######## block 1 ########
<file path="config.mk">
export PLATFORM = sky130hd
export DESIGN_NAME = program_flow_controller_flat
export DESIGN_NICKNAME = d
export VERILOG_FILES = /design/src/rtl/program_flow_controller_if.sv /design/src/rtl/program_flow_controller.sv /design/src/flat_wrapper.sv
export SDC_FILE = /design/constraint.sdc
export NUM_CORES = 1
export LEC_CHECK = 0
export CAP_MARGIN = 20
export CORE_ASPECT_RATIO = 1.25
export CORE_MARGIN = 8
export CORE_UTILIZATION = 35
export DETAILED_ROUTE_END_ITERATION = 8
export DONT_BUFFER_PORTS = 1
export PLACE_DENSITY = 0.6
export SLEW_MARGIN = 20
export SYNTH_ARGS = -nofsm -noshare
export SYNTH_HDL_FRONTEND = slang
export SYNTH_SLANG_ARGS = --single-unit
</file>
<file path="constraint.sdc">
create_clock -name Clock -period 4.3 [get_ports Clock]
set_input_delay 0.43 -clock Clock [delete_from_list [all_inputs] [get_ports Clock]]
set_output_delay 0.43 -clock Clock [all_outputs]
set_load 0.02 [all_outputs]
</file>
<file path="src/rtl/program_flow_controller_if.sv">
// Handshake/control bundle between the program flow controller, the instruction
// decoder/ALU handshakes and the instruction address generator.
//   slave  : controller view (handshake inputs in, PC controls and status out)
//   master : environment view (drives handshakes, observes PC controls)
interface program_flow_controller_if #(
   parameter int unsigned ADDR_W = 32
) ();
   logic              Start;
   logic              IR_Valid;
   logic [2:0]        Op_Class;
   logic              Exec_Done;
   logic              Branch_Taken;
   logic [ADDR_W-1:0] PC_temp;
   logic [1:0]        PC_select;
   logic              PC_enable;
   logic              INC_select;
   logic [ADDR_W-1:0] RA;
   logic              Fetch_Req;
   logic              Halted;
   logic              RAS_Overflow;
   logic              RAS_Underflow;
   logic [2:0]        State;

   modport master (
      output Start, IR_Valid, Op_Class, Exec_Done, Branch_Taken, PC_temp,
      input  PC_select, PC_enable, INC_select, RA, Fetch_Req, Halted,
             RAS_Overflow, RAS_Underflow, State
   );

   modport slave (
      input  Start, IR_Valid, Op_Class, Exec_Done, Branch_Taken, PC_temp,
      output PC_select, PC_enable, INC_select, RA, Fetch_Req, Halted,
             RAS_Overflow, RAS_Underflow, State
   );
endinterface

</file>
<file path="src/rtl/program_flow_controller.sv">
// Multi-cycle sequencer for the instruction address generator. Each instruction walks
// FETCH -> DECODE -> EXEC -> UPDATE; UPDATE issues the PC load with the select lines
// chosen by the latched operation class. A small return-address stack serves call/return.
// Ports:
//   Clock   : system clock, all state updates on posedge
//   Reset   : synchronous, active-high, overrides everything
//   ctrl_io : handshake inputs (Start, IR_Valid, Op_Class, Exec_Done, Branch_Taken, PC_temp)
//             and outputs (PC_select, PC_enable, INC_select, RA, Fetch_Req, Halted,
//             RAS_Overflow, RAS_Underflow, State)
module program_flow_controller #(
   parameter int unsigned ADDR_W    = 32,
   parameter int unsigned RAS_DEPTH = 4
) (
   input logic                      Clock,
   input logic                      Reset,
   program_flow_controller_if.slave ctrl_io
);

   localparam int unsigned PtrW = $clog2(RAS_DEPTH);
   localparam int unsigned CntW = PtrW + 1;

   localparam logic [2:0] ClsBranch = 3'd1;
   localparam logic [2:0] ClsJump   = 3'd2;
   localparam logic [2:0] ClsCall   = 3'd3;
   localparam logic [2:0] ClsRet    = 3'd4;
   localparam logic [2:0] ClsHalt   = 3'd5;

   typedef enum logic [2:0] {
      StIdle   = 3'd0,
      StFetch  = 3'd1,
      StDecode = 3'd2,
      StExec   = 3'd3,
      StUpdate = 3'd4,
      StHalt   = 3'd5
   } state_e;

   state_e            state_q, state_d;
   logic [2:0]        class_q, class_d;
   logic              taken_q, taken_d;
   logic [CntW-1:0]   count_q, count_d;
   logic [ADDR_W-1:0] stack_q [RAS_DEPTH];
   logic [ADDR_W-1:0] stack_d [RAS_DEPTH];
   logic              ovf_q, ovf_d;
   logic              unf_q, unf_d;
   logic [1:0]        pc_sel_q, pc_sel_d;
   logic              pc_en_q, pc_en_d;
   logic              inc_sel_q, inc_sel_d;
   logic              fetch_q, fetch_d;
   logic              halted_q, halted_d;
   logic [CntW-1:0]   top_cnt;
   logic [ADDR_W-1:0] ra;

   always_comb begin
      state_d = state_q;
      class_d = class_q;
      taken_d = taken_q;
      count_d = count_q;
      stack_d = stack_q;
      ovf_d   = ovf_q;
      unf_d   = unf_q;

      case (state_q)
         StIdle:   if (ctrl_io.Start) state_d = StFetch;
         StFetch: begin
            if (ctrl_io.IR_Valid) begin
               class_d = ctrl_io.Op_Class;
               state_d = StDecode;
            end
         end
         StDecode: state_d = (class_q == ClsHalt) ? StHalt : StExec;
         StExec: begin
            if (ctrl_io.Exec_Done) begin
               taken_d = ctrl_io.Branch_Taken;
               state_d = StUpdate;
            end
         end
         StUpdate: begin
            state_d = StFetch;
            if (class_q == ClsCall) begin
               if (count_q == CntW'(RAS_DEPTH)) begin
                  ovf_d = 1'b1;
               end else begin
                  stack_d[count_q[PtrW-1:0]] = ctrl_io.PC_temp + ADDR_W'(1);
                  count_d = count_q + CntW'(1);
               end
            end else if (class_q == ClsRet) begin
               if (count_q == '0) unf_d = 1'b1;
               else               count_d = count_q - CntW'(1);
            end
         end
         StHalt:   state_d = StHalt;
         default:  state_d = StIdle;
      endcase

      // Outputs are registered, so decode them from the state being entered.
      // class_q/count_q are stable between EXEC and UPDATE, taken_d is the value latched now.
      pc_en_d   = (state_d == StUpdate);
      pc_sel_d  = 2'b01;
      inc_sel_d = 1'b0;
      fetch_d   = (state_d == StFetch);
      halted_d  = (state_d == StHalt);
      if (state_d == StUpdate) begin
         case (class_q)
            ClsBranch:        inc_sel_d = taken_d;
            ClsJump, ClsCall: pc_sel_d  = 2'b10;
            ClsRet:           if (count_q != '0) pc_sel_d = 2'b00;
            default:          pc_sel_d  = 2'b01;
         endcase
      end
   end

   always_ff @(posedge Clock) begin
      if (Reset) begin
         state_q   <= StIdle;
         class_q   <= '0;
         taken_q   <= 1'b0;
         count_q   <= '0;
         ovf_q     <= 1'b0;
         unf_q     <= 1'b0;
         pc_sel_q  <= 2'b01;
         pc_en_q   <= 1'b0;
         inc_sel_q <= 1'b0;
         fetch_q   <= 1'b0;
         halted_q  <= 1'b0;
      end else begin
         state_q   <= state_d;
         class_q   <= class_d;
         taken_q   <= taken_d;
         count_q   <= count_d;
         stack_q   <= stack_d;
         ovf_q     <= ovf_d;
         unf_q     <= unf_d;
         pc_sel_q  <= pc_sel_d;
         pc_en_q   <= pc_en_d;
         inc_sel_q <= inc_sel_d;
         fetch_q   <= fetch_d;
         halted_q  <= halted_d;
      end
   end

   // Stack entries are not reset; RA is gated by the count so stale entries never show.
   always_comb begin
      top_cnt = count_q - CntW'(1);
      ra      = '0;
      if (count_q != '0) ra = stack_q[top_cnt[PtrW-1:0]];
   end

   assign ctrl_io.PC_select     = pc_sel_q;
   assign ctrl_io.PC_enable     = pc_en_q;
   assign ctrl_io.INC_select    = inc_sel_q;
   assign ctrl_io.RA            = ra;
   assign ctrl_io.Fetch_Req     = fetch_q;
   assign ctrl_io.Halted        = halted_q;
   assign ctrl_io.RAS_Overflow  = ovf_q;
   assign ctrl_io.RAS_Underflow = unf_q;
   assign ctrl_io.State         = state_q;

endmodule
</file>
<file path="src/flat_wrapper.sv">
// flat-port wrapper written by rule: the top's interface ports become plain ports
module program_flow_controller_flat 
#(
   parameter int unsigned ADDR_W    = 32,
   parameter int unsigned RAS_DEPTH = 4
)
  (Clock, Reset, ctrl_io_Start, ctrl_io_IR_Valid, ctrl_io_Op_Class, ctrl_io_Exec_Done, ctrl_io_Branch_Taken, ctrl_io_PC_temp, ctrl_io_PC_select, ctrl_io_PC_enable, ctrl_io_INC_select, ctrl_io_RA, ctrl_io_Fetch_Req, ctrl_io_Halted, ctrl_io_RAS_Overflow, ctrl_io_RAS_Underflow, ctrl_io_State);
  program_flow_controller_if #(.ADDR_W(ADDR_W)) ctrl_io_i ();
  input logic Clock;
  input logic Reset;
  input wire logic [$bits(ctrl_io_i.Start)-1:0] ctrl_io_Start;
  input wire logic [$bits(ctrl_io_i.IR_Valid)-1:0] ctrl_io_IR_Valid;
  input wire logic [$bits(ctrl_io_i.Op_Class)-1:0] ctrl_io_Op_Class;
  input wire logic [$bits(ctrl_io_i.Exec_Done)-1:0] ctrl_io_Exec_Done;
  input wire logic [$bits(ctrl_io_i.Branch_Taken)-1:0] ctrl_io_Branch_Taken;
  input wire logic [$bits(ctrl_io_i.PC_temp)-1:0] ctrl_io_PC_temp;
  output wire logic [$bits(ctrl_io_i.PC_select)-1:0] ctrl_io_PC_select;
  output wire logic [$bits(ctrl_io_i.PC_enable)-1:0] ctrl_io_PC_enable;
  output wire logic [$bits(ctrl_io_i.INC_select)-1:0] ctrl_io_INC_select;
  output wire logic [$bits(ctrl_io_i.RA)-1:0] ctrl_io_RA;
  output wire logic [$bits(ctrl_io_i.Fetch_Req)-1:0] ctrl_io_Fetch_Req;
  output wire logic [$bits(ctrl_io_i.Halted)-1:0] ctrl_io_Halted;
  output wire logic [$bits(ctrl_io_i.RAS_Overflow)-1:0] ctrl_io_RAS_Overflow;
  output wire logic [$bits(ctrl_io_i.RAS_Underflow)-1:0] ctrl_io_RAS_Underflow;
  output wire logic [$bits(ctrl_io_i.State)-1:0] ctrl_io_State;
  assign ctrl_io_i.Start = ctrl_io_Start;
  assign ctrl_io_i.IR_Valid = ctrl_io_IR_Valid;
  assign ctrl_io_i.Op_Class = ctrl_io_Op_Class;
  assign ctrl_io_i.Exec_Done = ctrl_io_Exec_Done;
  assign ctrl_io_i.Branch_Taken = ctrl_io_Branch_Taken;
  assign ctrl_io_i.PC_temp = ctrl_io_PC_temp;
  assign ctrl_io_PC_select = ctrl_io_i.PC_select;
  assign ctrl_io_PC_enable = ctrl_io_i.PC_enable;
  assign ctrl_io_INC_select = ctrl_io_i.INC_select;
  assign ctrl_io_RA = ctrl_io_i.RA;
  assign ctrl_io_Fetch_Req = ctrl_io_i.Fetch_Req;
  assign ctrl_io_Halted = ctrl_io_i.Halted;
  assign ctrl_io_RAS_Overflow = ctrl_io_i.RAS_Overflow;
  assign ctrl_io_RAS_Underflow = ctrl_io_i.RAS_Underflow;
  assign ctrl_io_State = ctrl_io_i.State;
  program_flow_controller #(.ADDR_W(ADDR_W), .RAS_DEPTH(RAS_DEPTH)) u_core (.Clock(Clock), .Reset(Reset), .ctrl_io(ctrl_io_i));
endmodule
</file>
==> block_1/gates.png <==
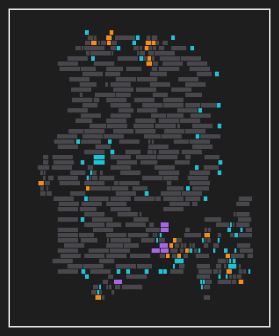
orange -> and/or cells  # cells 21
purple -> fa/ha/maj cells  # cells 6, where bottom middle
cyan -> nor cells  # cells 62
Top cell excl fill/tap: sky130_fd_sc_hd__edfxtp_1
fraction of area in multi-input gates: 27.8%
Cell Count, Final, Fillers Out: 627

==> block_1/congestion_map.png <==
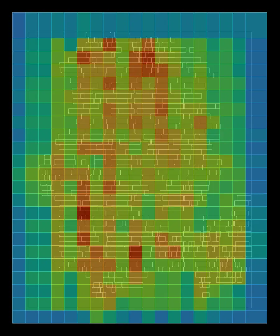
global routing usage on met3: 5.78%
GRT Max-Usage Layer: met2
met1 layer usage reported by global route: 12.5%

==> block_1/closeup.png <==
The bar under the picture is 10 um long. Region (21, 29) to (46, 54) um. Cells in grey, sequential cells in the stronger grey; small squares are vias.
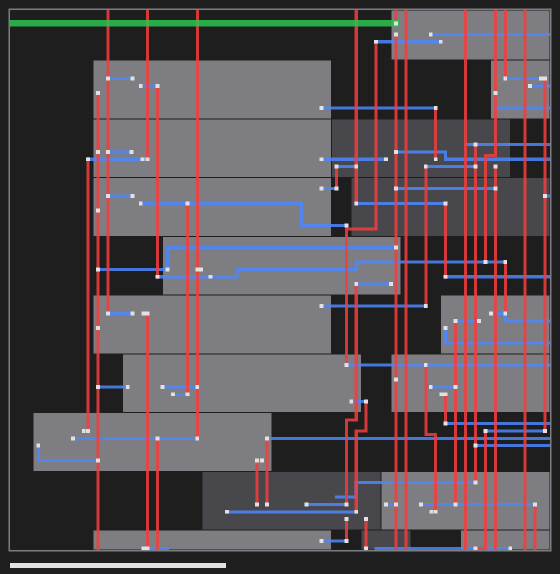
red -> M2
blue -> M1
green -> M3
netlist names of flops here include = `u_core.stack_q` (10)
cells with their middle in the window = 13
most frequent = edfxtp_1 (10), mux4_2 (2), clkbuf_16 (1)
sequential cells in the window = 10

==> results.md <==
| Result | Reported |
| --- | --- |
| Cell type with the largest total area | sky130_fd_sc_hd__edfxtp_1 |
| Total DRC errors in the routed layout | 0 |
| AO/OA Area Share | 1.16% |
| Area of the core region | 17,500 um2 |
| Post-Route Utilization | 40.7% |
| Highest achievable clock rate | 313 MHz |
| Distinct cells, synth | 40 |
| Share of power burned in registers | 50.5% |
| Yosys chip area | 6250 um2 |
| Detailed-route wire length per cell | 20.4 um |
| Maximum fanout encountered on the critical timing path | 19 |
| Final global-route overflow total | 0 |
| EDFF count, synth | 128 |
| FF+latch count, synth | 146 |
| Run status | finished clean |
| Final setup TNS | 0 ns |
| Post-detailed-placement half-perimeter wirelength | 8.51 mm |
| R2R cell count | 6 |
| Worst Path Required | 3.87 ns |
| Number of filler cells placed in the layout | 1,543 |
| Worst path top cell family by delay | adder cells |
| Post-cts resize count | 0 |
| Highest metal layer used by the detailed router | met4 |
| Bufs and invs on worst path | 2 |

######## block 2 ########
### src/rtl/ov7725_cfg_pkg.sv
// Shared definitions for the OV7725 power-up configuration sequencer.
package ov7725_cfg_pkg;

    typedef enum logic [2:0] {
        WAIT_PWR,
        ISSUE,
        BUSY,
        GAP,
        DONE
    } cfg_state_t;

    localparam int unsigned OV7725_REG_NUM   = 69;
    localparam logic [7:0]  OV7725_SRST_ADDR = 8'h12;
    localparam logic [7:0]  OV7725_SRST_DATA = 8'h80;
    localparam logic [6:0]  OV7725_DEV_ADDR  = 7'h21;
    localparam int unsigned CNT_WAIT_W       = 20;

endpackage

### src/rtl/ov7725_cfg_rom.sv
// OV7725 register table: idx -> {register address, register data}.
module ov7725_cfg_rom
    import ov7725_cfg_pkg::*;
(
    input  logic [7:0]  idx,
    output logic [15:0] rom_data
);

    always_comb begin
        rom_data = 16'hFFFF;
        case (idx)
            8'd0:  rom_data = {OV7725_SRST_ADDR, OV7725_SRST_DATA};
            8'd1:  rom_data = 16'h3D03;  8'd2:  rom_data = 16'h1500;
            8'd3:  rom_data = 16'h1722;  8'd4:  rom_data = 16'h18A4;
            8'd5:  rom_data = 16'h1907;  8'd6:  rom_data = 16'h1AF0;
            8'd7:  rom_data = 16'h3200;  8'd8:  rom_data = 16'h29A0;
            8'd9:  rom_data = 16'h2CF0;  8'd10: rom_data = 16'h2A00;
            8'd11: rom_data = 16'h1101;  8'd12: rom_data = 16'h427F;
            8'd13: rom_data = 16'h4D09;  8'd14: rom_data = 16'h63F0;
            8'd15: rom_data = 16'h64FF;  8'd16: rom_data = 16'h6520;
            8'd17: rom_data = 16'h6600;  8'd18: rom_data = 16'h6700;
            8'd19: rom_data = 16'h695D;  8'd20: rom_data = 16'h13FF;
            8'd21: rom_data = 16'h0D41;  8'd22: rom_data = 16'h0F01;
            8'd23: rom_data = 16'h1406;  8'd24: rom_data = 16'h2475;
            8'd25: rom_data = 16'h2563;  8'd26: rom_data = 16'h26D1;
            8'd27: rom_data = 16'h2BFF;  8'd28: rom_data = 16'h6BAA;
            8'd29: rom_data = 16'h8E10;  8'd30: rom_data = 16'h8F00;
            8'd31: rom_data = 16'h9000;  8'd32: rom_data = 16'h9100;
            8'd33: rom_data = 16'h9200;  8'd34: rom_data = 16'h9300;
            8'd35: rom_data = 16'h942C;  8'd36: rom_data = 16'h9524;
            8'd37: rom_data = 16'h9608;  8'd38: rom_data = 16'h9714;
            8'd39: rom_data = 16'h9824;  8'd40: rom_data = 16'h9938;
            8'd41: rom_data = 16'h9A9E;  8'd42: rom_data = 16'h9B00;
            8'd43: rom_data = 16'h9C40;  8'd44: rom_data = 16'hA740;
            8'd45: rom_data = 16'hA840;  8'd46: rom_data = 16'hA980;
            8'd47: rom_data = 16'hAA80;  8'd48: rom_data = 16'h9E81;
            8'd49: rom_data = 16'hA606;  8'd50: rom_data = 16'h7E0C;
            8'd51: rom_data = 16'h7F16;  8'd52: rom_data = 16'h802A;
            8'd53: rom_data = 16'h814E;  8'd54: rom_data = 16'h8261;
            8'd55: rom_data = 16'h836F;  8'd56: rom_data = 16'h847B;
            8'd57: rom_data = 16'h8586;  8'd58: rom_data = 16'h868E;
            8'd59: rom_data = 16'h8797;  8'd60: rom_data = 16'h88A4;
            8'd61: rom_data = 16'h89AF;  8'd62: rom_data = 16'h8AC5;
            8'd63: rom_data = 16'h8BD7;  8'd64: rom_data = 16'h8CE8;
            8'd65: rom_data = 16'h8D20;  8'd66: rom_data = 16'h3300;
            8'd67: rom_data = 16'h2299;  8'd68: rom_data = 16'h2303;
            default: rom_data = 16'hFFFF;
        endcase
    end

endmodule

### src/rtl/ov7725_cfg.sv
// OV7725 power-up sequencer: waits for power, then issues one SCCB write per
// table entry, with a settle gap after the soft-reset entry.
module ov7725_cfg
    import ov7725_cfg_pkg::*;
#(
    parameter int unsigned REG_NUM    = OV7725_REG_NUM,
    parameter int unsigned PWR_WAIT   = 1_000_000,
    parameter int unsigned SRST_WAIT  = 50_000,
    parameter bit          SRST_FIRST = 1'b1
)(
    input  logic        sys_clk,
    input  logic        sys_rst_n,
    input  logic        i2c_clk,
    input  logic        i2c_end,
    input  logic        cfg_req,
    output logic        i2c_start,
    output logic        wr_en,
    output logic        rd_en,
    output logic        addr_num,
    output logic [15:0] byte_addr,
    output logic [7:0]  wr_data,
    output logic [7:0]  cfg_idx,
    output logic        cfg_busy,
    output logic        cfg_done
);

    localparam logic [7:0]            LAST_IDX  = 8'(REG_NUM - 1);
    localparam logic [CNT_WAIT_W-1:0] PWR_LAST  = CNT_WAIT_W'(PWR_WAIT - 1);
    localparam logic [CNT_WAIT_W-1:0] SRST_LAST = CNT_WAIT_W'(SRST_WAIT - 1);

    cfg_state_t            state, state_nxt;
    logic [7:0]            idx, idx_nxt;
    logic [CNT_WAIT_W-1:0] cnt_wait, cnt_nxt;
    logic                  start_nxt;
    logic                  i2c_clk_d, i2c_end_d;
    logic                  clk_rise, end_rise;
    logic [15:0]           rom_data;

    assign clk_rise = i2c_clk & ~i2c_clk_d;
    assign end_rise = i2c_end & ~i2c_end_d;

    ov7725_cfg_rom u_rom (
        .idx      (idx),
        .rom_data (rom_data)
    );

    always_ff @(posedge sys_clk or negedge sys_rst_n) begin
        if (!sys_rst_n) begin
            state     <= WAIT_PWR;
            idx       <= '0;
            cnt_wait  <= '0;
            i2c_start <= 1'b0;
            cfg_done  <= 1'b0;
            cfg_busy  <= 1'b0;
            i2c_clk_d <= 1'b0;
            i2c_end_d <= 1'b0;
        end else begin
            state     <= state_nxt;
            idx       <= idx_nxt;
            cnt_wait  <= cnt_nxt;
            i2c_start <= start_nxt;
            cfg_done  <= (state_nxt == DONE);
            cfg_busy  <= (state_nxt != DONE);
            i2c_clk_d <= i2c_clk;
            i2c_end_d <= i2c_end;
        end
    end

    always_comb begin
        state_nxt = state;
        idx_nxt   = idx;
        cnt_nxt   = cnt_wait;
        start_nxt = 1'b0;
        case (state)
            WAIT_PWR: begin
                if (cnt_wait == PWR_LAST) begin
                    cnt_nxt   = '0;
                    state_nxt = ISSUE;
                end else begin
                    cnt_nxt = cnt_wait + 1'b1;
                end
            end
            ISSUE: begin
                if (clk_rise) begin
                    start_nxt = 1'b1;
                    state_nxt = BUSY;
                end
            end
            BUSY: begin
                // held from the setting clk_rise to the next one: one i2c_clk period
                start_nxt = i2c_start & ~clk_rise;
                if (end_rise) begin
                    if (idx == LAST_IDX) begin
                        state_nxt = DONE;
                    end else if (SRST_FIRST && idx == 8'd0) begin
                        idx_nxt   = 8'd1;
                        state_nxt = GAP;
                    end else begin
                        idx_nxt   = idx + 8'd1;
                        state_nxt = ISSUE;
                    end
                end
            end
            GAP: begin
                if (cnt_wait == SRST_LAST) begin
                    cnt_nxt   = '0;
                    state_nxt = ISSUE;
                end else begin
                    cnt_nxt = cnt_wait + 1'b1;
                end
            end
            DONE: begin
                if (cfg_req) begin
                    idx_nxt   = '0;
                    state_nxt = ISSUE;
                end
            end
            default: state_nxt = WAIT_PWR;
        endcase
    end

    assign wr_en     = 1'b1;
    assign rd_en     = 1'b0;
    assign addr_num  = 1'b0;
    assign byte_addr = {8'h00, rom_data[15:8]};
    assign wr_data   = rom_data[7:0];
    assign cfg_idx   = idx;

endmodule

### config.mk
export PLATFORM = sky130hd
export DESIGN_NAME = ov7725_cfg
export DESIGN_NICKNAME = d
export VERILOG_FILES = /design/src/rtl/ov7725_cfg_pkg.sv /design/src/rtl/ov7725_cfg_rom.sv /design/src/rtl/ov7725_cfg.sv
export SDC_FILE = /design/constraint.sdc
export NUM_CORES = 1
export LEC_CHECK = 0
export CAP_MARGIN = 20
export CORE_MARGIN = 2
export CORE_UTILIZATION = 35
export CTS_CLUSTER_SIZE = 40
export DETAILED_ROUTE_END_ITERATION = 10
export GPL_TIMING_DRIVEN = 0
export PLACE_DENSITY = 0.54
export SLEW_MARGIN = 20
export SYNTH_ARGS = -nofsm -noshare
export SYNTH_HDL_FRONTEND = slang
export SYNTH_SLANG_ARGS = --single-unit
### constraint.sdc
create_clock -name sys_clk -period 4.65 [get_ports sys_clk]
set_clock_uncertainty 0.2 [all_clocks]
set_input_delay 1.395 -clock sys_clk [delete_from_list [all_inputs] [get_ports sys_clk]]
set_output_delay 1.395 -clock sys_clk [all_outputs]
set_load 0.05 [all_outputs]
==> block_2/gates.png <==
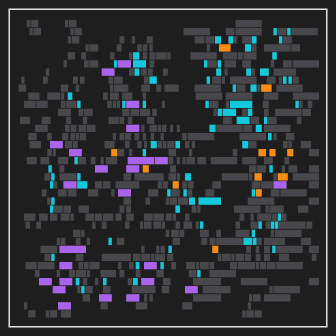
orange -> and/or cells  # cells 12
cyan -> nor cells  # cells 77, where widely spread
purple -> fa/ha/maj cells  # cells 24
fraction of area in multi-input gates: 57.9%
Top cell excl fill/tap: sky130_fd_sc_hd__nand2_1
Cell Count, Final, Fillers Out: 665

==> results.md <==
| Result | Reported |
| --- | --- |
| Run status | finished clean |
| Fraction of synthesized area in multiplexers | 3.46% |
| Largest net degree at the start of global routing | 28 |
| Max transition margin | 51.1% |
| Max-cap violations | 0 |
| Maximum fanout encountered on the critical timing path | 10 |
| Number of filler cells placed in the layout | 1,080 |
| Met1 WL | 5.96 mm |
| AO/OA Area Share | 24.4% |
| Internal power contribution | 1.26 mW |
| GRT Max-Usage Layer | met2 |
| Critical R2R Launch | cfg_idx[0]$_DFFE_PN0P_ |
| Finished Cell Area | 4530 um2 |
| Top cells by count, synth | 47 x sky130_fd_sc_hd__nand2_1, 46 x sky130_fd_sc_hd__nor2_1, 36 x sky130_fd_sc_hd__dfrtp_1 |
| Count of clock tree sinks | 36 |
==> block_2/congestion_map.png <==
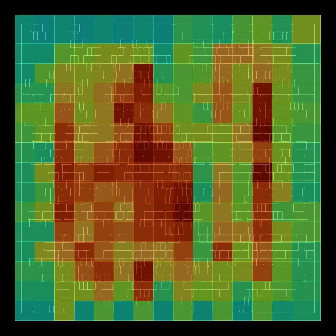
global routing usage on met3: 2.92%
detailed-route wire length per cell: 21.0 um
fraction of met2 tracks used by global routing: 41.3%


######## block 3 ########
==> block_3/closeup.png <==
The bar under the picture is 10 um long. Region (28, 28) to (53, 53) um. Cells in grey, sequential cells in the stronger grey; small squares are vias.
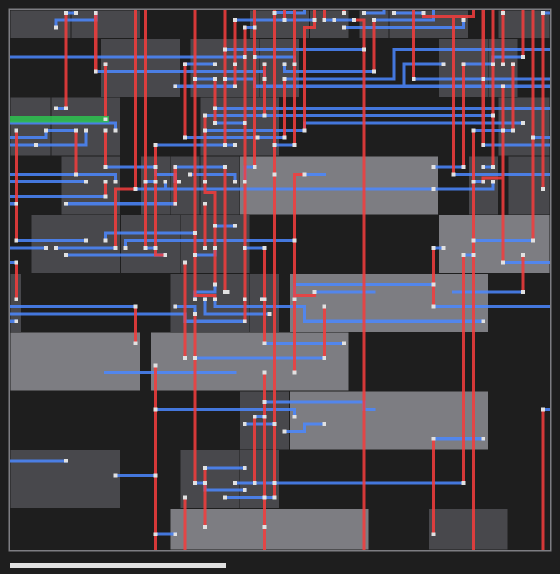
==> block_3/ff_map.png <==
The bar under the picture is 50 um long.
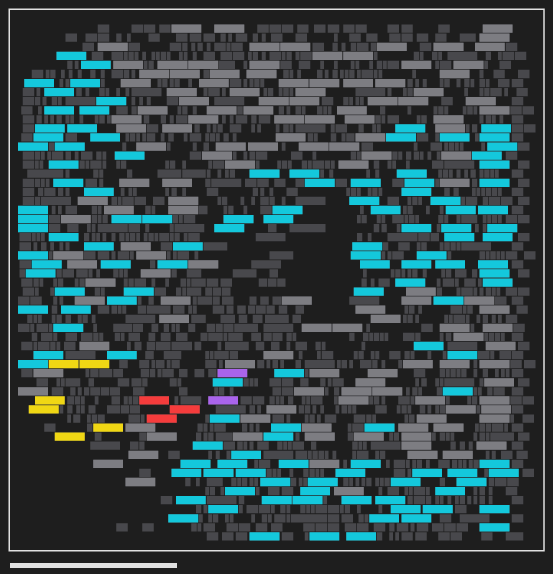
==> block_3/port_trees.png <==
The bar under the picture is 50 um long.
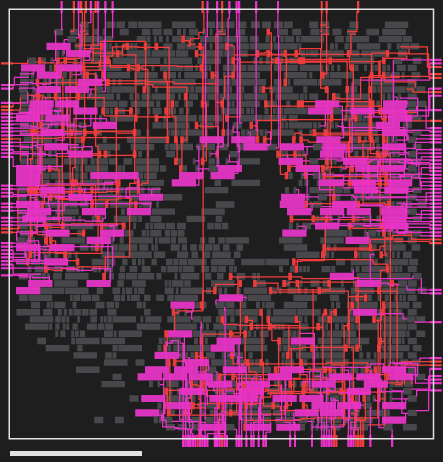
$ cat config.mk
export PLATFORM = sky130hd
export DESIGN_NAME = aes_in_loader
export DESIGN_NICKNAME = d
export VERILOG_FILES = /design/src/rtl/aes_pkg.sv /design/src/rtl/aes_word_packer.sv /design/src/rtl/aes_in_loader.sv
export SDC_FILE = /design/constraint.sdc
export NUM_CORES = 1
export LEC_CHECK = 0
export CAP_MARGIN = 20
export CORE_AREA = 2 2 158 160
export CTS_CLUSTER_DIAMETER = 150
export DETAILED_ROUTE_END_ITERATION = 6
export DIE_AREA = 0 0 160 162
export GPL_ROUTABILITY_DRIVEN = 0
export PLACE_DENSITY_LB_ADDON = 0.3
export SLEW_MARGIN = 10
export SYNTH_ARGS = -nofsm -noshare
export SYNTH_HDL_FRONTEND = slang
export SYNTH_SLANG_ARGS = --single-unit
$ cat constraint.sdc
create_clock -name AES_clk -period 3.05 [get_ports AES_clk]
set_input_delay 0.4575 -clock AES_clk [delete_from_list [all_inputs] [get_ports AES_clk]]
set_output_delay 0.4575 -clock AES_clk [all_outputs]
set_load 0.05 [all_outputs]
$ cat src/rtl/aes_pkg.sv
`default_nettype none
// ============================================================================
// Module   : aes_pkg
// Purpose  : Shared definitions for the AES input loader: block and word
//            widths, default timing parameters, loader FSM state encoding
//            and a counter-width helper.
// Ports    : none (package)
// Revision : 1.0 - initial release
// ============================================================================
package aes_pkg;

    localparam int AES_BLK_W       = 128;
    localparam int AES_WORD_W      = 32;
    localparam int AES_WORDS       = AES_BLK_W / AES_WORD_W;
    localparam int DEF_TIMEOUT_CYC = 64;
    localparam int DEF_GAP_CYC     = 2;

    // Loader FSM states, explicitly encoded in 3 bits.
    typedef enum logic [2:0] {
        ST_IDLE      = 3'd0,
        ST_LOAD_KEY  = 3'd1,
        ST_LOAD_DATA = 3'd2,
        ST_RUN       = 3'd3,
        ST_GAP       = 3'd4
    } ldr_state_t;

    // Width of a counter that must hold values 0 .. n-1 (at least 1 bit).
    function automatic int cnt_w(input int n);
        return (n > 1) ? $clog2(n) : 1;
    endfunction

endpackage
`default_nettype wire

$ cat src/rtl/aes_word_packer.sv
`default_nettype none
// ============================================================================
// Module   : aes_word_packer
// Purpose  : Assembles four 32-bit words into a 128-bit block. Slot 0 is the
//            most significant word. Keeps its own 2-bit word count.
// Ports    : clk, rst_n   - clock, asynchronous active-low reset
//            i_clr        - zero the block and the count
//            i_wr         - write i_word at the current slot
//            i_first      - with i_wr: write slot 0 and restart the count
//            i_word       - word to store
//            o_blk        - assembled block
//            o_cnt        - number of words held (wraps to 0 after the 4th)
// Revision : 1.0 - initial release
// ============================================================================
module aes_word_packer
    import aes_pkg::*;
(
    input  logic                  clk,
    input  logic                  rst_n,
    input  logic                  i_clr,
    input  logic                  i_wr,
    input  logic                  i_first,
    input  logic [AES_WORD_W-1:0] i_word,
    output logic [AES_BLK_W-1:0]  o_blk,
    output logic [1:0]            o_cnt
);

    logic [AES_BLK_W-1:0] r_blk;
    logic [1:0]           r_cnt;
    logic [1:0]           w_slot;

    // A group start always lands in slot 0, whatever the count holds.
    assign w_slot = i_first ? 2'd0 : r_cnt;

    always_ff @(posedge clk or negedge rst_n) begin
        if (!rst_n) begin
            r_blk <= '0;
            r_cnt <= '0;
        end else if (i_clr) begin
            r_blk <= '0;
            r_cnt <= '0;
        end else if (i_wr) begin
            for (int i = 0; i < AES_WORDS; i++) begin
                if (w_slot == 2'(i)) begin
                    r_blk[(AES_WORDS-1-i)*AES_WORD_W +: AES_WORD_W] <= i_word;
                end
            end
            r_cnt <= w_slot + 2'd1;
        end
    end

    assign o_blk = r_blk;
    assign o_cnt = r_cnt;

endmodule
`default_nettype wire

$ cat src/rtl/aes_in_loader.sv
`default_nettype none
// ============================================================================
// Module   : aes_in_loader
// Purpose  : Collects 32-bit key / plaintext words from an upstream
//            valid/ready stream into 128-bit registers, starts the AES core,
//            waits (bounded) for completion and enforces an idle gap between
//            blocks. A loaded key is kept so later blocks may send data only.
// Ports    : AES_clk, AES_rst_n           - clock, async active-low reset
//            s_data, s_is_key, s_valid    - upstream word stream
//            s_ready                      - loader accepts a word
//            AES_en                       - core enable, high while running
//            AES_data_in, AES_key_in      - assembled plaintext / key
//            AES_data_out_valid           - completion strobe from the core
//            busy                         - running or in the inter-block gap
//            done, err, timeout           - one-cycle status pulses
// Revision : 1.0 - initial release
// ============================================================================
module aes_in_loader
    import aes_pkg::*;
#(
    parameter int TIMEOUT_CYC = DEF_TIMEOUT_CYC,
    parameter int GAP_CYC     = DEF_GAP_CYC
) (
    input  logic                  AES_clk,
    input  logic                  AES_rst_n,
    input  logic [AES_WORD_W-1:0] s_data,
    input  logic                  s_is_key,
    input  logic                  s_valid,
    output logic                  s_ready,
    output logic                  AES_en,
    output logic [AES_BLK_W-1:0]  AES_data_in,
    output logic [AES_BLK_W-1:0]  AES_key_in,
    input  logic                  AES_data_out_valid,
    output logic                  busy,
    output logic                  done,
    output logic                  err,
    output logic                  timeout
);

    localparam int                 c_run_w    = cnt_w(TIMEOUT_CYC);
    localparam int                 c_gap_w    = cnt_w(GAP_CYC);
    localparam logic [c_run_w-1:0] c_run_last = c_run_w'(TIMEOUT_CYC - 1);
    localparam logic [c_gap_w-1:0] c_gap_last = c_gap_w'(GAP_CYC - 1);

    ldr_state_t         r_state, w_state_nxt;
    logic               r_key_ok, w_key_ok_nxt;
    logic [c_run_w-1:0] r_run_cnt, w_run_nxt;
    logic [c_gap_w-1:0] r_gap_cnt, w_gap_nxt;
    logic               r_en, r_busy, r_ready;
    logic               r_done, r_err, r_timeout;
    logic               w_done_nxt, w_err_nxt, w_to_nxt;

    logic               w_key_wr, w_key_first, w_key_clr;
    logic               w_data_wr, w_data_first, w_data_clr;
    logic [1:0]         w_key_cnt, w_data_cnt, w_wcnt;
    logic               w_xfer;

    assign w_xfer = s_valid & r_ready;
    // The word counter of interest is the one of the block being loaded.
    assign w_wcnt = (r_state == ST_LOAD_KEY) ? w_key_cnt : w_data_cnt;

    aes_word_packer u_key_packer (
        .clk     (AES_clk),
        .rst_n   (AES_rst_n),
        .i_clr   (w_key_clr),
        .i_wr    (w_key_wr),
        .i_first (w_key_first),
        .i_word  (s_data),
        .o_blk   (AES_key_in),
        .o_cnt   (w_key_cnt)
    );

    aes_word_packer u_data_packer (
        .clk     (AES_clk),
        .rst_n   (AES_rst_n),
        .i_clr   (w_data_clr),
        .i_wr    (w_data_wr),
        .i_first (w_data_first),
        .i_word  (s_data),
        .o_blk   (AES_data_in),
        .o_cnt   (w_data_cnt)
    );

    always_ff @(posedge AES_clk or negedge AES_rst_n) begin
        if (!AES_rst_n) begin
            r_state   <= ST_IDLE;
            r_key_ok  <= 1'b0;
            r_run_cnt <= '0;
            r_gap_cnt <= '0;
            r_en      <= 1'b0;
            r_busy    <= 1'b0;
            r_ready   <= 1'b0;
            r_done    <= 1'b0;
            r_err     <= 1'b0;
            r_timeout <= 1'b0;
        end else begin
            r_state   <= w_state_nxt;
            r_key_ok  <= w_key_ok_nxt;
            r_run_cnt <= w_run_nxt;
            r_gap_cnt <= w_gap_nxt;
            // Status outputs follow the next state so they line up with it.
            r_en      <= (w_state_nxt == ST_RUN);
            r_busy    <= (w_state_nxt == ST_RUN) || (w_state_nxt == ST_GAP);
            r_ready   <= (w_state_nxt == ST_IDLE) || (w_state_nxt == ST_LOAD_KEY) ||
                         (w_state_nxt == ST_LOAD_DATA);
            r_done    <= w_done_nxt;
            r_err     <= w_err_nxt;
            r_timeout <= w_to_nxt;
        end
    end

    always_comb begin
        w_state_nxt  = r_state;
        w_key_ok_nxt = r_key_ok;
        w_run_nxt    = r_run_cnt;
        w_gap_nxt    = r_gap_cnt;
        w_done_nxt   = 1'b0;
        w_err_nxt    = 1'b0;
        w_to_nxt     = 1'b0;
        w_key_wr     = 1'b0;
        w_key_first  = 1'b0;
        w_key_clr    = 1'b0;
        w_data_wr    = 1'b0;
        w_data_first = 1'b0;
        w_data_clr   = 1'b0;

        case (r_state)
            ST_IDLE: begin
                w_run_nxt = '0;
                w_gap_nxt = '0;
                if (w_xfer) begin
                    if (s_is_key) begin
                        w_key_wr     = 1'b1;
                        w_key_first  = 1'b1;
                        w_key_ok_nxt = 1'b0;
                        w_state_nxt  = ST_LOAD_KEY;
                    end else if (r_key_ok) begin
                        w_data_wr    = 1'b1;
                        w_data_first = 1'b1;
                        w_state_nxt  = ST_LOAD_DATA;
                    end else begin
                        w_err_nxt = 1'b1;
                    end
                end
            end

            ST_LOAD_KEY: begin
                if (w_xfer) begin
                    if (s_is_key) begin
                        w_key_wr = 1'b1;
                        if (w_wcnt == 2'd3) begin
                            w_key_ok_nxt = 1'b1;
                            // Data must start at slot 0 after a fresh key.
                            w_data_clr   = 1'b1;
                            w_state_nxt  = ST_LOAD_DATA;
                        end
                    end else begin
                        w_err_nxt    = 1'b1;
                        w_key_clr    = 1'b1;
                        w_key_ok_nxt = 1'b0;
                        w_state_nxt  = ST_IDLE;
                    end
                end
            end

            ST_LOAD_DATA: begin
                if (w_xfer) begin
                    if (!s_is_key) begin
                        w_data_wr = 1'b1;
                        if (w_wcnt == 2'd3) begin
                            w_run_nxt   = '0;
                            w_state_nxt = ST_RUN;
                        end
                    end else begin
                        // Partial data is dropped; a completed key survives.
                        w_err_nxt   = 1'b1;
                        w_data_clr  = 1'b1;
                        w_state_nxt = ST_IDLE;
                    end
                end
            end

            ST_RUN: begin
                // Completion wins over a simultaneous expiry.
                if (AES_data_out_valid) begin
                    w_done_nxt  = 1'b1;
                    w_gap_nxt   = '0;
                    w_state_nxt = ST_GAP;
                end else if (r_run_cnt == c_run_last) begin
                    w_to_nxt    = 1'b1;
                    w_gap_nxt   = '0;
                    w_state_nxt = ST_GAP;
                end else begin
                    w_run_nxt = r_run_cnt + c_run_w'(1);
                end
            end

            ST_GAP: begin
                if (r_gap_cnt == c_gap_last) begin
                    w_state_nxt = ST_IDLE;
                end else begin
                    w_gap_nxt = r_gap_cnt + c_gap_w'(1);
                end
            end

            default: begin
                w_state_nxt = ST_IDLE;
            end
        endcase
    end

    assign s_ready = r_ready;
    assign AES_en  = r_en;
    assign busy    = r_busy;
    assign done    = r_done;
    assign err     = r_err;
    assign timeout = r_timeout;

endmodule
`default_nettype wire

==> results.md <==
| Result | Reported |
| --- | --- |
| Run status | finished, violations left |
| Violated checks | negative hold slack |
| Final Hold Slack | -0.0618 ns |
| Hold Violations, Final | 25 |
| Share of flip-flops with an asynchronous set or reset after synthesis | 100% |
| First element of the critical path | r_state[1]$_DFF_PN0_ |
| Cell Area, Placed | 14,800 um2 |
| Routed wire length on met3 | 2.96 mm |
| Count of clock tree sinks | 277 |
| Worst path top cell family by delay | simple AND/OR/NAND/NOR gates |
| Number of filler cells placed in the layout | 2,002 |
| Main logic family after synthesis | simple AND/OR/NAND/NOR gates |
| Met1 layer usage reported by global route | 36.9% |
| Max stage delay cell, worst path | sky130_fd_sc_hd__and3_1 |
| Drt initial violations | 744 |
| Die Y | 162 um |
| Post-detailed-placement half-perimeter wirelength | 24.3 mm |
| Pwr per Cell Area | 1150 nW/um2 |
| Total number of nets in the final design | 1,580 |
| Detail Route met2 WL | 16.8 mm |
## Picture notes: block_3/closeup.png
green -> M3
blue -> M1
red -> M2
netlist names of flops here include = `r_state` (3)
cells with their middle in the window = 31
sequential cells in the window = 7
most frequent = dfrtp_1 (7), a21o_1 (3), a21oi_1 (3)

## Picture notes: block_3/ff_map.png
purple -> `u_data_packer.o_cnt`  # flops 2
yellow -> `r_run_cnt`  # flops 6, where bottom left
cyan -> `u_key_packer.o_blk`  # flops 128, where widely spread
red -> `r_state`  # flops 3
Post-Route Utilization: 65.5%
share of the final layout cell area in sequential cells: 43.9%
flip-flop and latch power: 5.55 mW
Sequential Area: 6930 um2

## Picture notes: block_3/port_trees.png
magenta -> `AES_key_in`  # bits 128, direction output, edge 44 right, 37 bottom, 34 left, 13 top, end cells 128, buffers 128, wire 4,460 um
red -> `s_data`  # bits 32, direction input, edge 9 right, 9 top, 8 bottom, 6 left, end cells 256, buffers 32, wire 5,640 um
count of buffers from port buffering: 298
# IOs: 299


######## block 4 ########
$ cat src/rtl/morra_cinese_param.sv
// morra_cinese_param -- rock/paper/scissors ("morra cinese") match referee.
//
// A configuration pulse on INIZIA loads the game length
// (MIN_MANCHE + {PRIMO,SECONDO}) and starts a partita. While playing, every
// clock cycle with INIZIA low is one manche attempt. The partita ends early
// when, after at least MIN_MANCHE counted manches, one player leads by LEAD
// wins. Otherwise it ends when the manche limit is reached.
//
// Optional feature (macro MORRA_MOVE_LOCK_EN): the move lock. The winner of a
// manche may not repeat the winning move on the next attempt. The loser's
// lock is cleared. A tie clears both locks.
//
// Ports:
//   clk        rising-edge clock
//   rst        asynchronous active-high reset
//   INIZIA     start/configure; has priority over moves
//   PRIMO      player 1 move (00 none, 01 sasso, 10 carta, 11 forbice);
//              config bits [3:2] during INIZIA
//   SECONDO    player 2 move, same encoding; config bits [1:0] during INIZIA
//   MANCHE     registered manche result (00 none, 01 P1, 10 P2, 11 tie)
//   PARTITA    registered game result (00 running/idle, 01 P1, 10 P2, 11 draw)
//   state_dbg  current FSM state (00 IDLE, 01 PLAY, 10 DONE)
//
// Handshake: there is no valid/ready pair. Inputs are sampled on every rising
// edge. MANCHE is a one-cycle registered result of the attempt sampled on the
// previous edge. PARTITA is sticky until the next INIZIA or rst.
module morra_cinese_param #(
  parameter int unsigned MIN_MANCHE = 4,
  parameter int unsigned LEAD       = 2,
  parameter int unsigned CNT_W      = 5
) (
  input  logic       clk,
  input  logic       rst,
  input  logic       INIZIA,
  input  logic [1:0] PRIMO,
  input  logic [1:0] SECONDO,
  output logic [1:0] MANCHE,
  output logic [1:0] PARTITA,
  output logic [1:0] state_dbg
);

  typedef enum logic [1:0] {
    IDLE = 2'b00,
    PLAY = 2'b01,
    DONE = 2'b10
  } state_t;

  localparam logic [CNT_W-1:0] MIN_C  = CNT_W'(MIN_MANCHE);
  localparam logic [CNT_W-1:0] LEAD_C = CNT_W'(LEAD);
  localparam logic [CNT_W-1:0] ONE_C  = CNT_W'(1);

  state_t           state;
  logic [CNT_W-1:0] max_manche;
  logic [CNT_W-1:0] count;
  logic [CNT_W-1:0] wins1;
  logic [CNT_W-1:0] wins2;
`ifdef MORRA_MOVE_LOCK_EN
  logic [1:0]       lock1;
  logic [1:0]       lock2;
`endif

  logic             valid;
  logic             tie;
  logic             p1_win;
  logic             p2_win;
  logic [CNT_W-1:0] cnt_nx;
  logic [CNT_W-1:0] w1_nx;
  logic [CNT_W-1:0] w2_nx;
  logic [CNT_W-1:0] diff;
  logic             lead_hit;
  logic             limit_hit;

  always_comb begin
    valid = (PRIMO != 2'b00) && (SECONDO != 2'b00);
`ifdef MORRA_MOVE_LOCK_EN
    // Locks hold 00 when inactive, and 00 never matches a nonzero move.
    valid = valid && (PRIMO != lock1) && (SECONDO != lock2);
`endif
    tie    = (PRIMO == SECONDO);
    p1_win = ((PRIMO == 2'b01) && (SECONDO == 2'b11)) ||
             ((PRIMO == 2'b10) && (SECONDO == 2'b01)) ||
             ((PRIMO == 2'b11) && (SECONDO == 2'b10));
    p2_win = !tie && !p1_win;
    cnt_nx = count + ONE_C;
    w1_nx  = p1_win ? (wins1 + ONE_C) : wins1;
    w2_nx  = p2_win ? (wins2 + ONE_C) : wins2;
    // Magnitude is formed larger-minus-smaller, so it never wraps.
    diff      = (w1_nx >= w2_nx) ? (w1_nx - w2_nx) : (w2_nx - w1_nx);
    lead_hit  = (cnt_nx >= MIN_C) && (diff >= LEAD_C);
    limit_hit = (cnt_nx == max_manche);
  end

  always_ff @(posedge clk or posedge rst) begin
    if (rst) begin
      state      <= IDLE;
      max_manche <= MIN_C;
      count      <= '0;
      wins1      <= '0;
      wins2      <= '0;
`ifdef MORRA_MOVE_LOCK_EN
      lock1      <= 2'b00;
      lock2      <= 2'b00;
`endif
      MANCHE     <= 2'b00;
      PARTITA    <= 2'b00;
    end else if (INIZIA) begin
      state      <= PLAY;
      max_manche <= MIN_C + CNT_W'({PRIMO, SECONDO});
      count      <= '0;
      wins1      <= '0;
      wins2      <= '0;
`ifdef MORRA_MOVE_LOCK_EN
      lock1      <= 2'b00;
      lock2      <= 2'b00;
`endif
      MANCHE     <= 2'b00;
      PARTITA    <= 2'b00;
    end else begin
      case (state)
        PLAY: begin
          if (valid) begin
            count <= cnt_nx;
            wins1 <= w1_nx;
            wins2 <= w2_nx;
            if (tie) begin
              MANCHE <= 2'b11;
`ifdef MORRA_MOVE_LOCK_EN
              lock1  <= 2'b00;
              lock2  <= 2'b00;
`endif
            end else if (p1_win) begin
              MANCHE <= 2'b01;
`ifdef MORRA_MOVE_LOCK_EN
              lock1  <= PRIMO;
              lock2  <= 2'b00;
`endif
            end else begin
              MANCHE <= 2'b10;
`ifdef MORRA_MOVE_LOCK_EN
              lock1  <= 2'b00;
              lock2  <= SECONDO;
`endif
            end
            if (lead_hit) begin
              PARTITA <= (w1_nx > w2_nx) ? 2'b01 : 2'b10;
              state   <= DONE;
            end else if (limit_hit) begin
              if (w1_nx > w2_nx)      PARTITA <= 2'b01;
              else if (w2_nx > w1_nx) PARTITA <= 2'b10;
              else                    PARTITA <= 2'b11;
              state <= DONE;
            end
          end else begin
            MANCHE <= 2'b00;
          end
        end
        default: begin
          // IDLE and DONE ignore moves. PARTITA holds its value.
          MANCHE <= 2'b00;
        end
      endcase
    end
  end

  assign state_dbg = state;

endmodule

$ cat config.mk
export PLATFORM = sky130hd
export DESIGN_NAME = morra_cinese_param
export DESIGN_NICKNAME = d
export VERILOG_FILES = /design/src/rtl/morra_cinese_param.sv
export SDC_FILE = /design/constraint.sdc
export NUM_CORES = 1
export LEC_CHECK = 0
export CORE_MARGIN = 10
export CORE_UTILIZATION = 25
export CTS_CLUSTER_SIZE = 28
export DETAILED_ROUTE_END_ITERATION = 10
export PLACE_DENSITY = 0.4
export RECOVER_POWER = 50
export SYNTH_ARGS = -nofsm -noshare
export SYNTH_HDL_FRONTEND = slang
export SYNTH_SLANG_ARGS = --single-unit
$ cat constraint.sdc
create_clock -name clk -period 9 [get_ports clk]
set_clock_uncertainty 0.2 [all_clocks]
set_input_delay 1.8 -clock clk [delete_from_list [all_inputs] [get_ports clk]]
set_output_delay 1.8 -clock clk [all_outputs]
set_load 0.01 [all_outputs]
==> block_4/closeup.png <==
The bar under the picture is 10 um long. Region (16, 16) to (41, 41) um. Cells in grey, sequential cells in the stronger grey; small squares are vias.
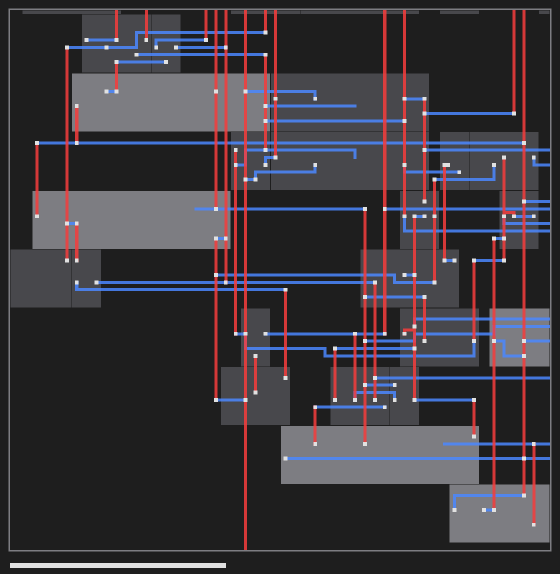
blue -> M1
red -> M2
netlist names of flops here include = `wins1` (3), `MANCHE` (1)
sequential cells in the window = 4
most frequent = dfrtp_1 (4), nor2_1 (3)
cells with their middle in the window = 21

==> results.md <==
| Result | Reported |
| --- | --- |
| Cells along the critical path | clkdlybuf4s50_1 -> inv_1 -> ha_1 -> mux2_4 -> a221oi_2 -> xor2_1 -> inv_1 -> ha_1 -> fa_1 -> inv_1 -> a21oi_1 -> and3_1 -> mux2i_1 -> nand4_1 -> o41ai_2 -> mux2i_2 -> o21bai_4 -> a21bo_1 |
| Final setup TNS | 0 ns |
| Latest clock arrival within the worst-skew pair | 0.27 ns |
| Fraction of met2 tracks used by global routing | 14.0% |
| Critical path's most frequent cell | sky130_fd_sc_hd__inv_1 |
| Drt initial violations | 70 |
| WP depth | 18 |
| Bufs and invs on worst path | 4 |
| OpenROAD warnings | 35 |
| Simple share | 15.2% |
| Die Width | 116 um |
| Critical R2R Launch | wins1[0]$_DFFE_PP0P_ |
| Total DRC errors in the routed layout | 0 |
| Tmin final | 6.47 ns |
| Hold buffer count at cts | 0 |
| Max transition margin | 21.0% |
| Run status | finished clean |
| Count of buffers from port buffering | 12 |
| Share of power burned in registers | 26.7% |
| Crit path setup slack, layout | 2.53 ns |

######## block 5 ########
==> block_5/port_trees.png <==
The bar under the picture is 20 um long.
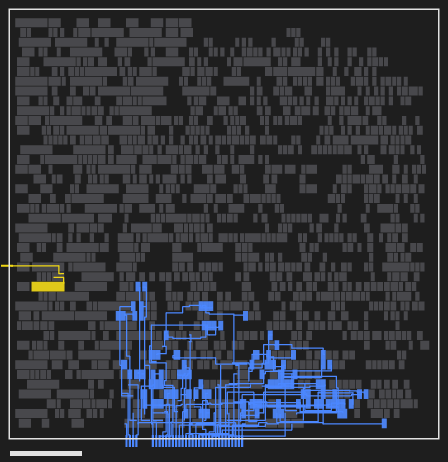
==> block_5/ff_map.png <==
The bar under the picture is 20 um long.
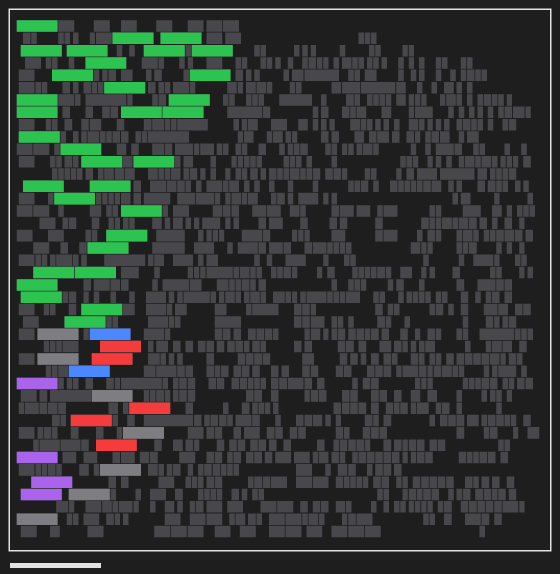
**config.mk**
```make
export PLATFORM = sky130hd
export DESIGN_NAME = bus_arbiter
export DESIGN_NICKNAME = d
export VERILOG_FILES = /design/src/rtl/bus_arbiter.sv
export SDC_FILE = /design/constraint.sdc
export NUM_CORES = 1
export LEC_CHECK = 0
export ABC_AREA = 1
export CORE_MARGIN = 1
export CORE_UTILIZATION = 50
export DETAILED_ROUTE_END_ITERATION = 10
export PLACE_DENSITY = 0.72
export RECOVER_POWER = 50
export SETUP_SLACK_MARGIN = 0.02
export SLEW_MARGIN = 20
export SYNTH_ARGS = -nofsm -noshare
export SYNTH_HDL_FRONTEND = slang
export SYNTH_SLANG_ARGS = --single-unit
```
**constraint.sdc**
```tcl
create_clock -name clock -period 6.85 [get_ports clock]
set_clock_uncertainty 0.15 [all_clocks]
set_input_delay 1.7125 -clock clock [delete_from_list [all_inputs] [get_ports clock]]
set_output_delay 1.7125 -clock clock [all_outputs]
set_load 0.05 [all_outputs]
```
**src/rtl/bus_arbiter.sv**
```systemverilog
// Round-robin bus arbiter for up to 32 sources.
// Grants are one-hot and registered, a single dead cycle separates owners, and
// each grant is capped at MAX_HOLD cycles so no source can starve the others.
// The owner's "done" input is named release_bus because release is a reserved word.
module bus_arbiter #(
  parameter int unsigned N_REQ    = 32,
  parameter int unsigned IDX_W    = 5,
  parameter int unsigned MAX_HOLD = 16
) (
  input  logic             clock,
  input  logic             clear,
  input  logic [N_REQ-1:0] req,
  input  logic             release_bus,
  output logic [N_REQ-1:0] grant,
  output logic [IDX_W-1:0] grant_idx,
  output logic             grant_valid,
  output logic             timeout,
  output logic [1:0]       state
);

  localparam int unsigned CNT_W = (MAX_HOLD > 2) ? $clog2(MAX_HOLD) : 1;
  localparam logic [CNT_W-1:0] HOLD_LAST = CNT_W'(MAX_HOLD - 1);

  typedef enum logic [1:0] {
    ST_IDLE = 2'b00,
    ST_BUSY = 2'b01,
    ST_GAP  = 2'b10,
    ST_BAD  = 2'b11
  } state_e;

  state_e           state_q, state_d;
  logic [IDX_W-1:0] ptr_q, ptr_d;
  logic [CNT_W-1:0] hold_cnt_q, hold_cnt_d;
  logic [N_REQ-1:0] grant_q, grant_d;
  logic [IDX_W-1:0] idx_q, idx_d;
  logic             valid_q, valid_d;
  logic             timeout_q, timeout_d;

  logic             win_found;
  logic [IDX_W-1:0] win_idx;
  logic [IDX_W-1:0] cand;
  logic             end_rel, end_drop, end_hold;

  // Find the first requester at or after the pointer, wrapping 31 -> 0.
  always_comb begin
    win_found = 1'b0;
    win_idx   = '0;
    cand      = '0;
    for (int i = 0; i < int'(N_REQ); i++) begin
      cand = ptr_q + IDX_W'(i);
      if (!win_found && req[cand]) begin
        win_found = 1'b1;
        win_idx   = cand;
      end
    end
  end

  // Next-state and next-output logic; the timeout pulse defaults low every cycle.
  always_comb begin
    state_d    = state_q;
    ptr_d      = ptr_q;
    hold_cnt_d = hold_cnt_q;
    grant_d    = grant_q;
    idx_d      = idx_q;
    valid_d    = valid_q;
    timeout_d  = 1'b0;
    end_rel    = release_bus;
    end_drop   = ~req[idx_q];
    end_hold   = (hold_cnt_q == HOLD_LAST);
    case (state_q)
      ST_IDLE, ST_GAP: begin
        if (win_found) begin
          state_d    = ST_BUSY;
          grant_d    = {{(N_REQ-1){1'b0}}, 1'b1} << win_idx;
          idx_d      = win_idx;
          valid_d    = 1'b1;
          hold_cnt_d = '0;
        end else begin
          state_d = ST_IDLE;
          grant_d = '0;
          idx_d   = '0;
          valid_d = 1'b0;
        end
      end
      ST_BUSY: begin
        if (end_rel || end_drop || end_hold) begin
          state_d    = ST_GAP;
          grant_d    = '0;
          idx_d      = '0;
          valid_d    = 1'b0;
          ptr_d      = idx_q + IDX_W'(1);
          hold_cnt_d = '0;
          timeout_d  = end_hold && !end_rel && !end_drop;
        end else begin
          hold_cnt_d = hold_cnt_q + CNT_W'(1);
        end
      end
      default: begin
        state_d    = ST_IDLE;
        grant_d    = '0;
        idx_d      = '0;
        valid_d    = 1'b0;
        hold_cnt_d = '0;
      end
    endcase
  end

  // State and output registers; clear forces the idle, no-owner condition at once.
  always_ff @(posedge clock or negedge clear) begin
    if (!clear) begin
      state_q    <= ST_IDLE;
      ptr_q      <= '0;
      hold_cnt_q <= '0;
      grant_q    <= '0;
      idx_q      <= '0;
      valid_q    <= 1'b0;
      timeout_q  <= 1'b0;
    end else begin
      state_q    <= state_d;
      ptr_q      <= ptr_d;
      hold_cnt_q <= hold_cnt_d;
      grant_q    <= grant_d;
      idx_q      <= idx_d;
      valid_q    <= valid_d;
      timeout_q  <= timeout_d;
    end
  end

  assign grant       = grant_q;
  assign grant_idx   = idx_q;
  assign grant_valid = valid_q;
  assign timeout     = timeout_q;
  assign state       = state_q;

endmodule

```
==> results.md <==
| Result | Reported |
| --- | --- |
| Clock root cell | sky130_fd_sc_hd__clkbuf_16 |
| OpenROAD warnings | 35 |
| Number of antenna violations at the first check in global routing | 0 |
| Max-cap violations | 1 |
| Number of max-slew violations in the final report | 51 |
| Type of destination of the critical path | flip-flop |
| Fraction of area in multi-input gates | 61.9% |
| Dominant flop cell | sky130_fd_sc_hd__dfrtp_1 |
| Die Y | 119 um |
| Count of clock buffers in the final design | 5 |
| Met1 WL | 10.4 mm |
| Run status | finished, violations left |
| FF+latch count, synth | 50 |
| Violated checks | max-capacitance violations, max-slew violations |
| Highest achievable clock rate | 159 MHz |
Notes on block_5/port_trees.png above:
yellow -> `timeout`  # bits 1, direction output, edge left, end cells 1, buffers 1, wire 21.2 um
blue -> `req`  # bits 32, direction input, edge bottom, end cells 96, buffers 32, wire 1,480 um
# IOs: 76
count of buffers from port buffering: 75

Notes on block_5/ff_map.png above:
blue -> `state`  # flops 2
red -> `ptr_q`  # flops 5, where bottom left
green -> `grant`  # flops 32
purple -> `hold_cnt_q`  # flops 4, where bottom left
Sequential Area: 1250 um2
Post-Route Utilization: 59.6%
share of the final layout cell area in sequential cells: 15.8%



==> gallery <==
Selected gate families.
Plate I
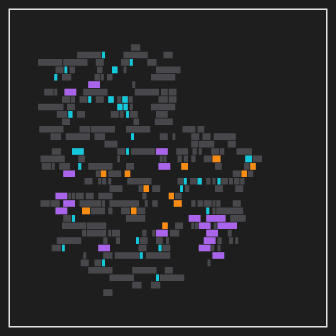
Plate II
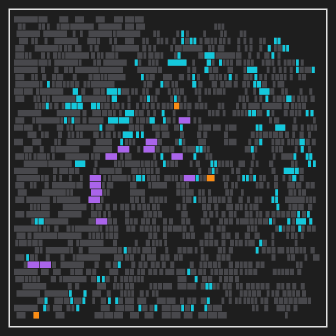
Plate III
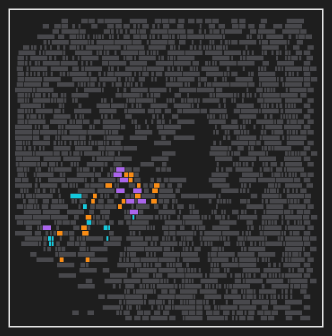
For block 5, see Plate II.
For block 3, see Plate III.
For block 4, see Plate I.
- fewest cells: Plate I

Power is estimated from default activity; no workload was simulated.
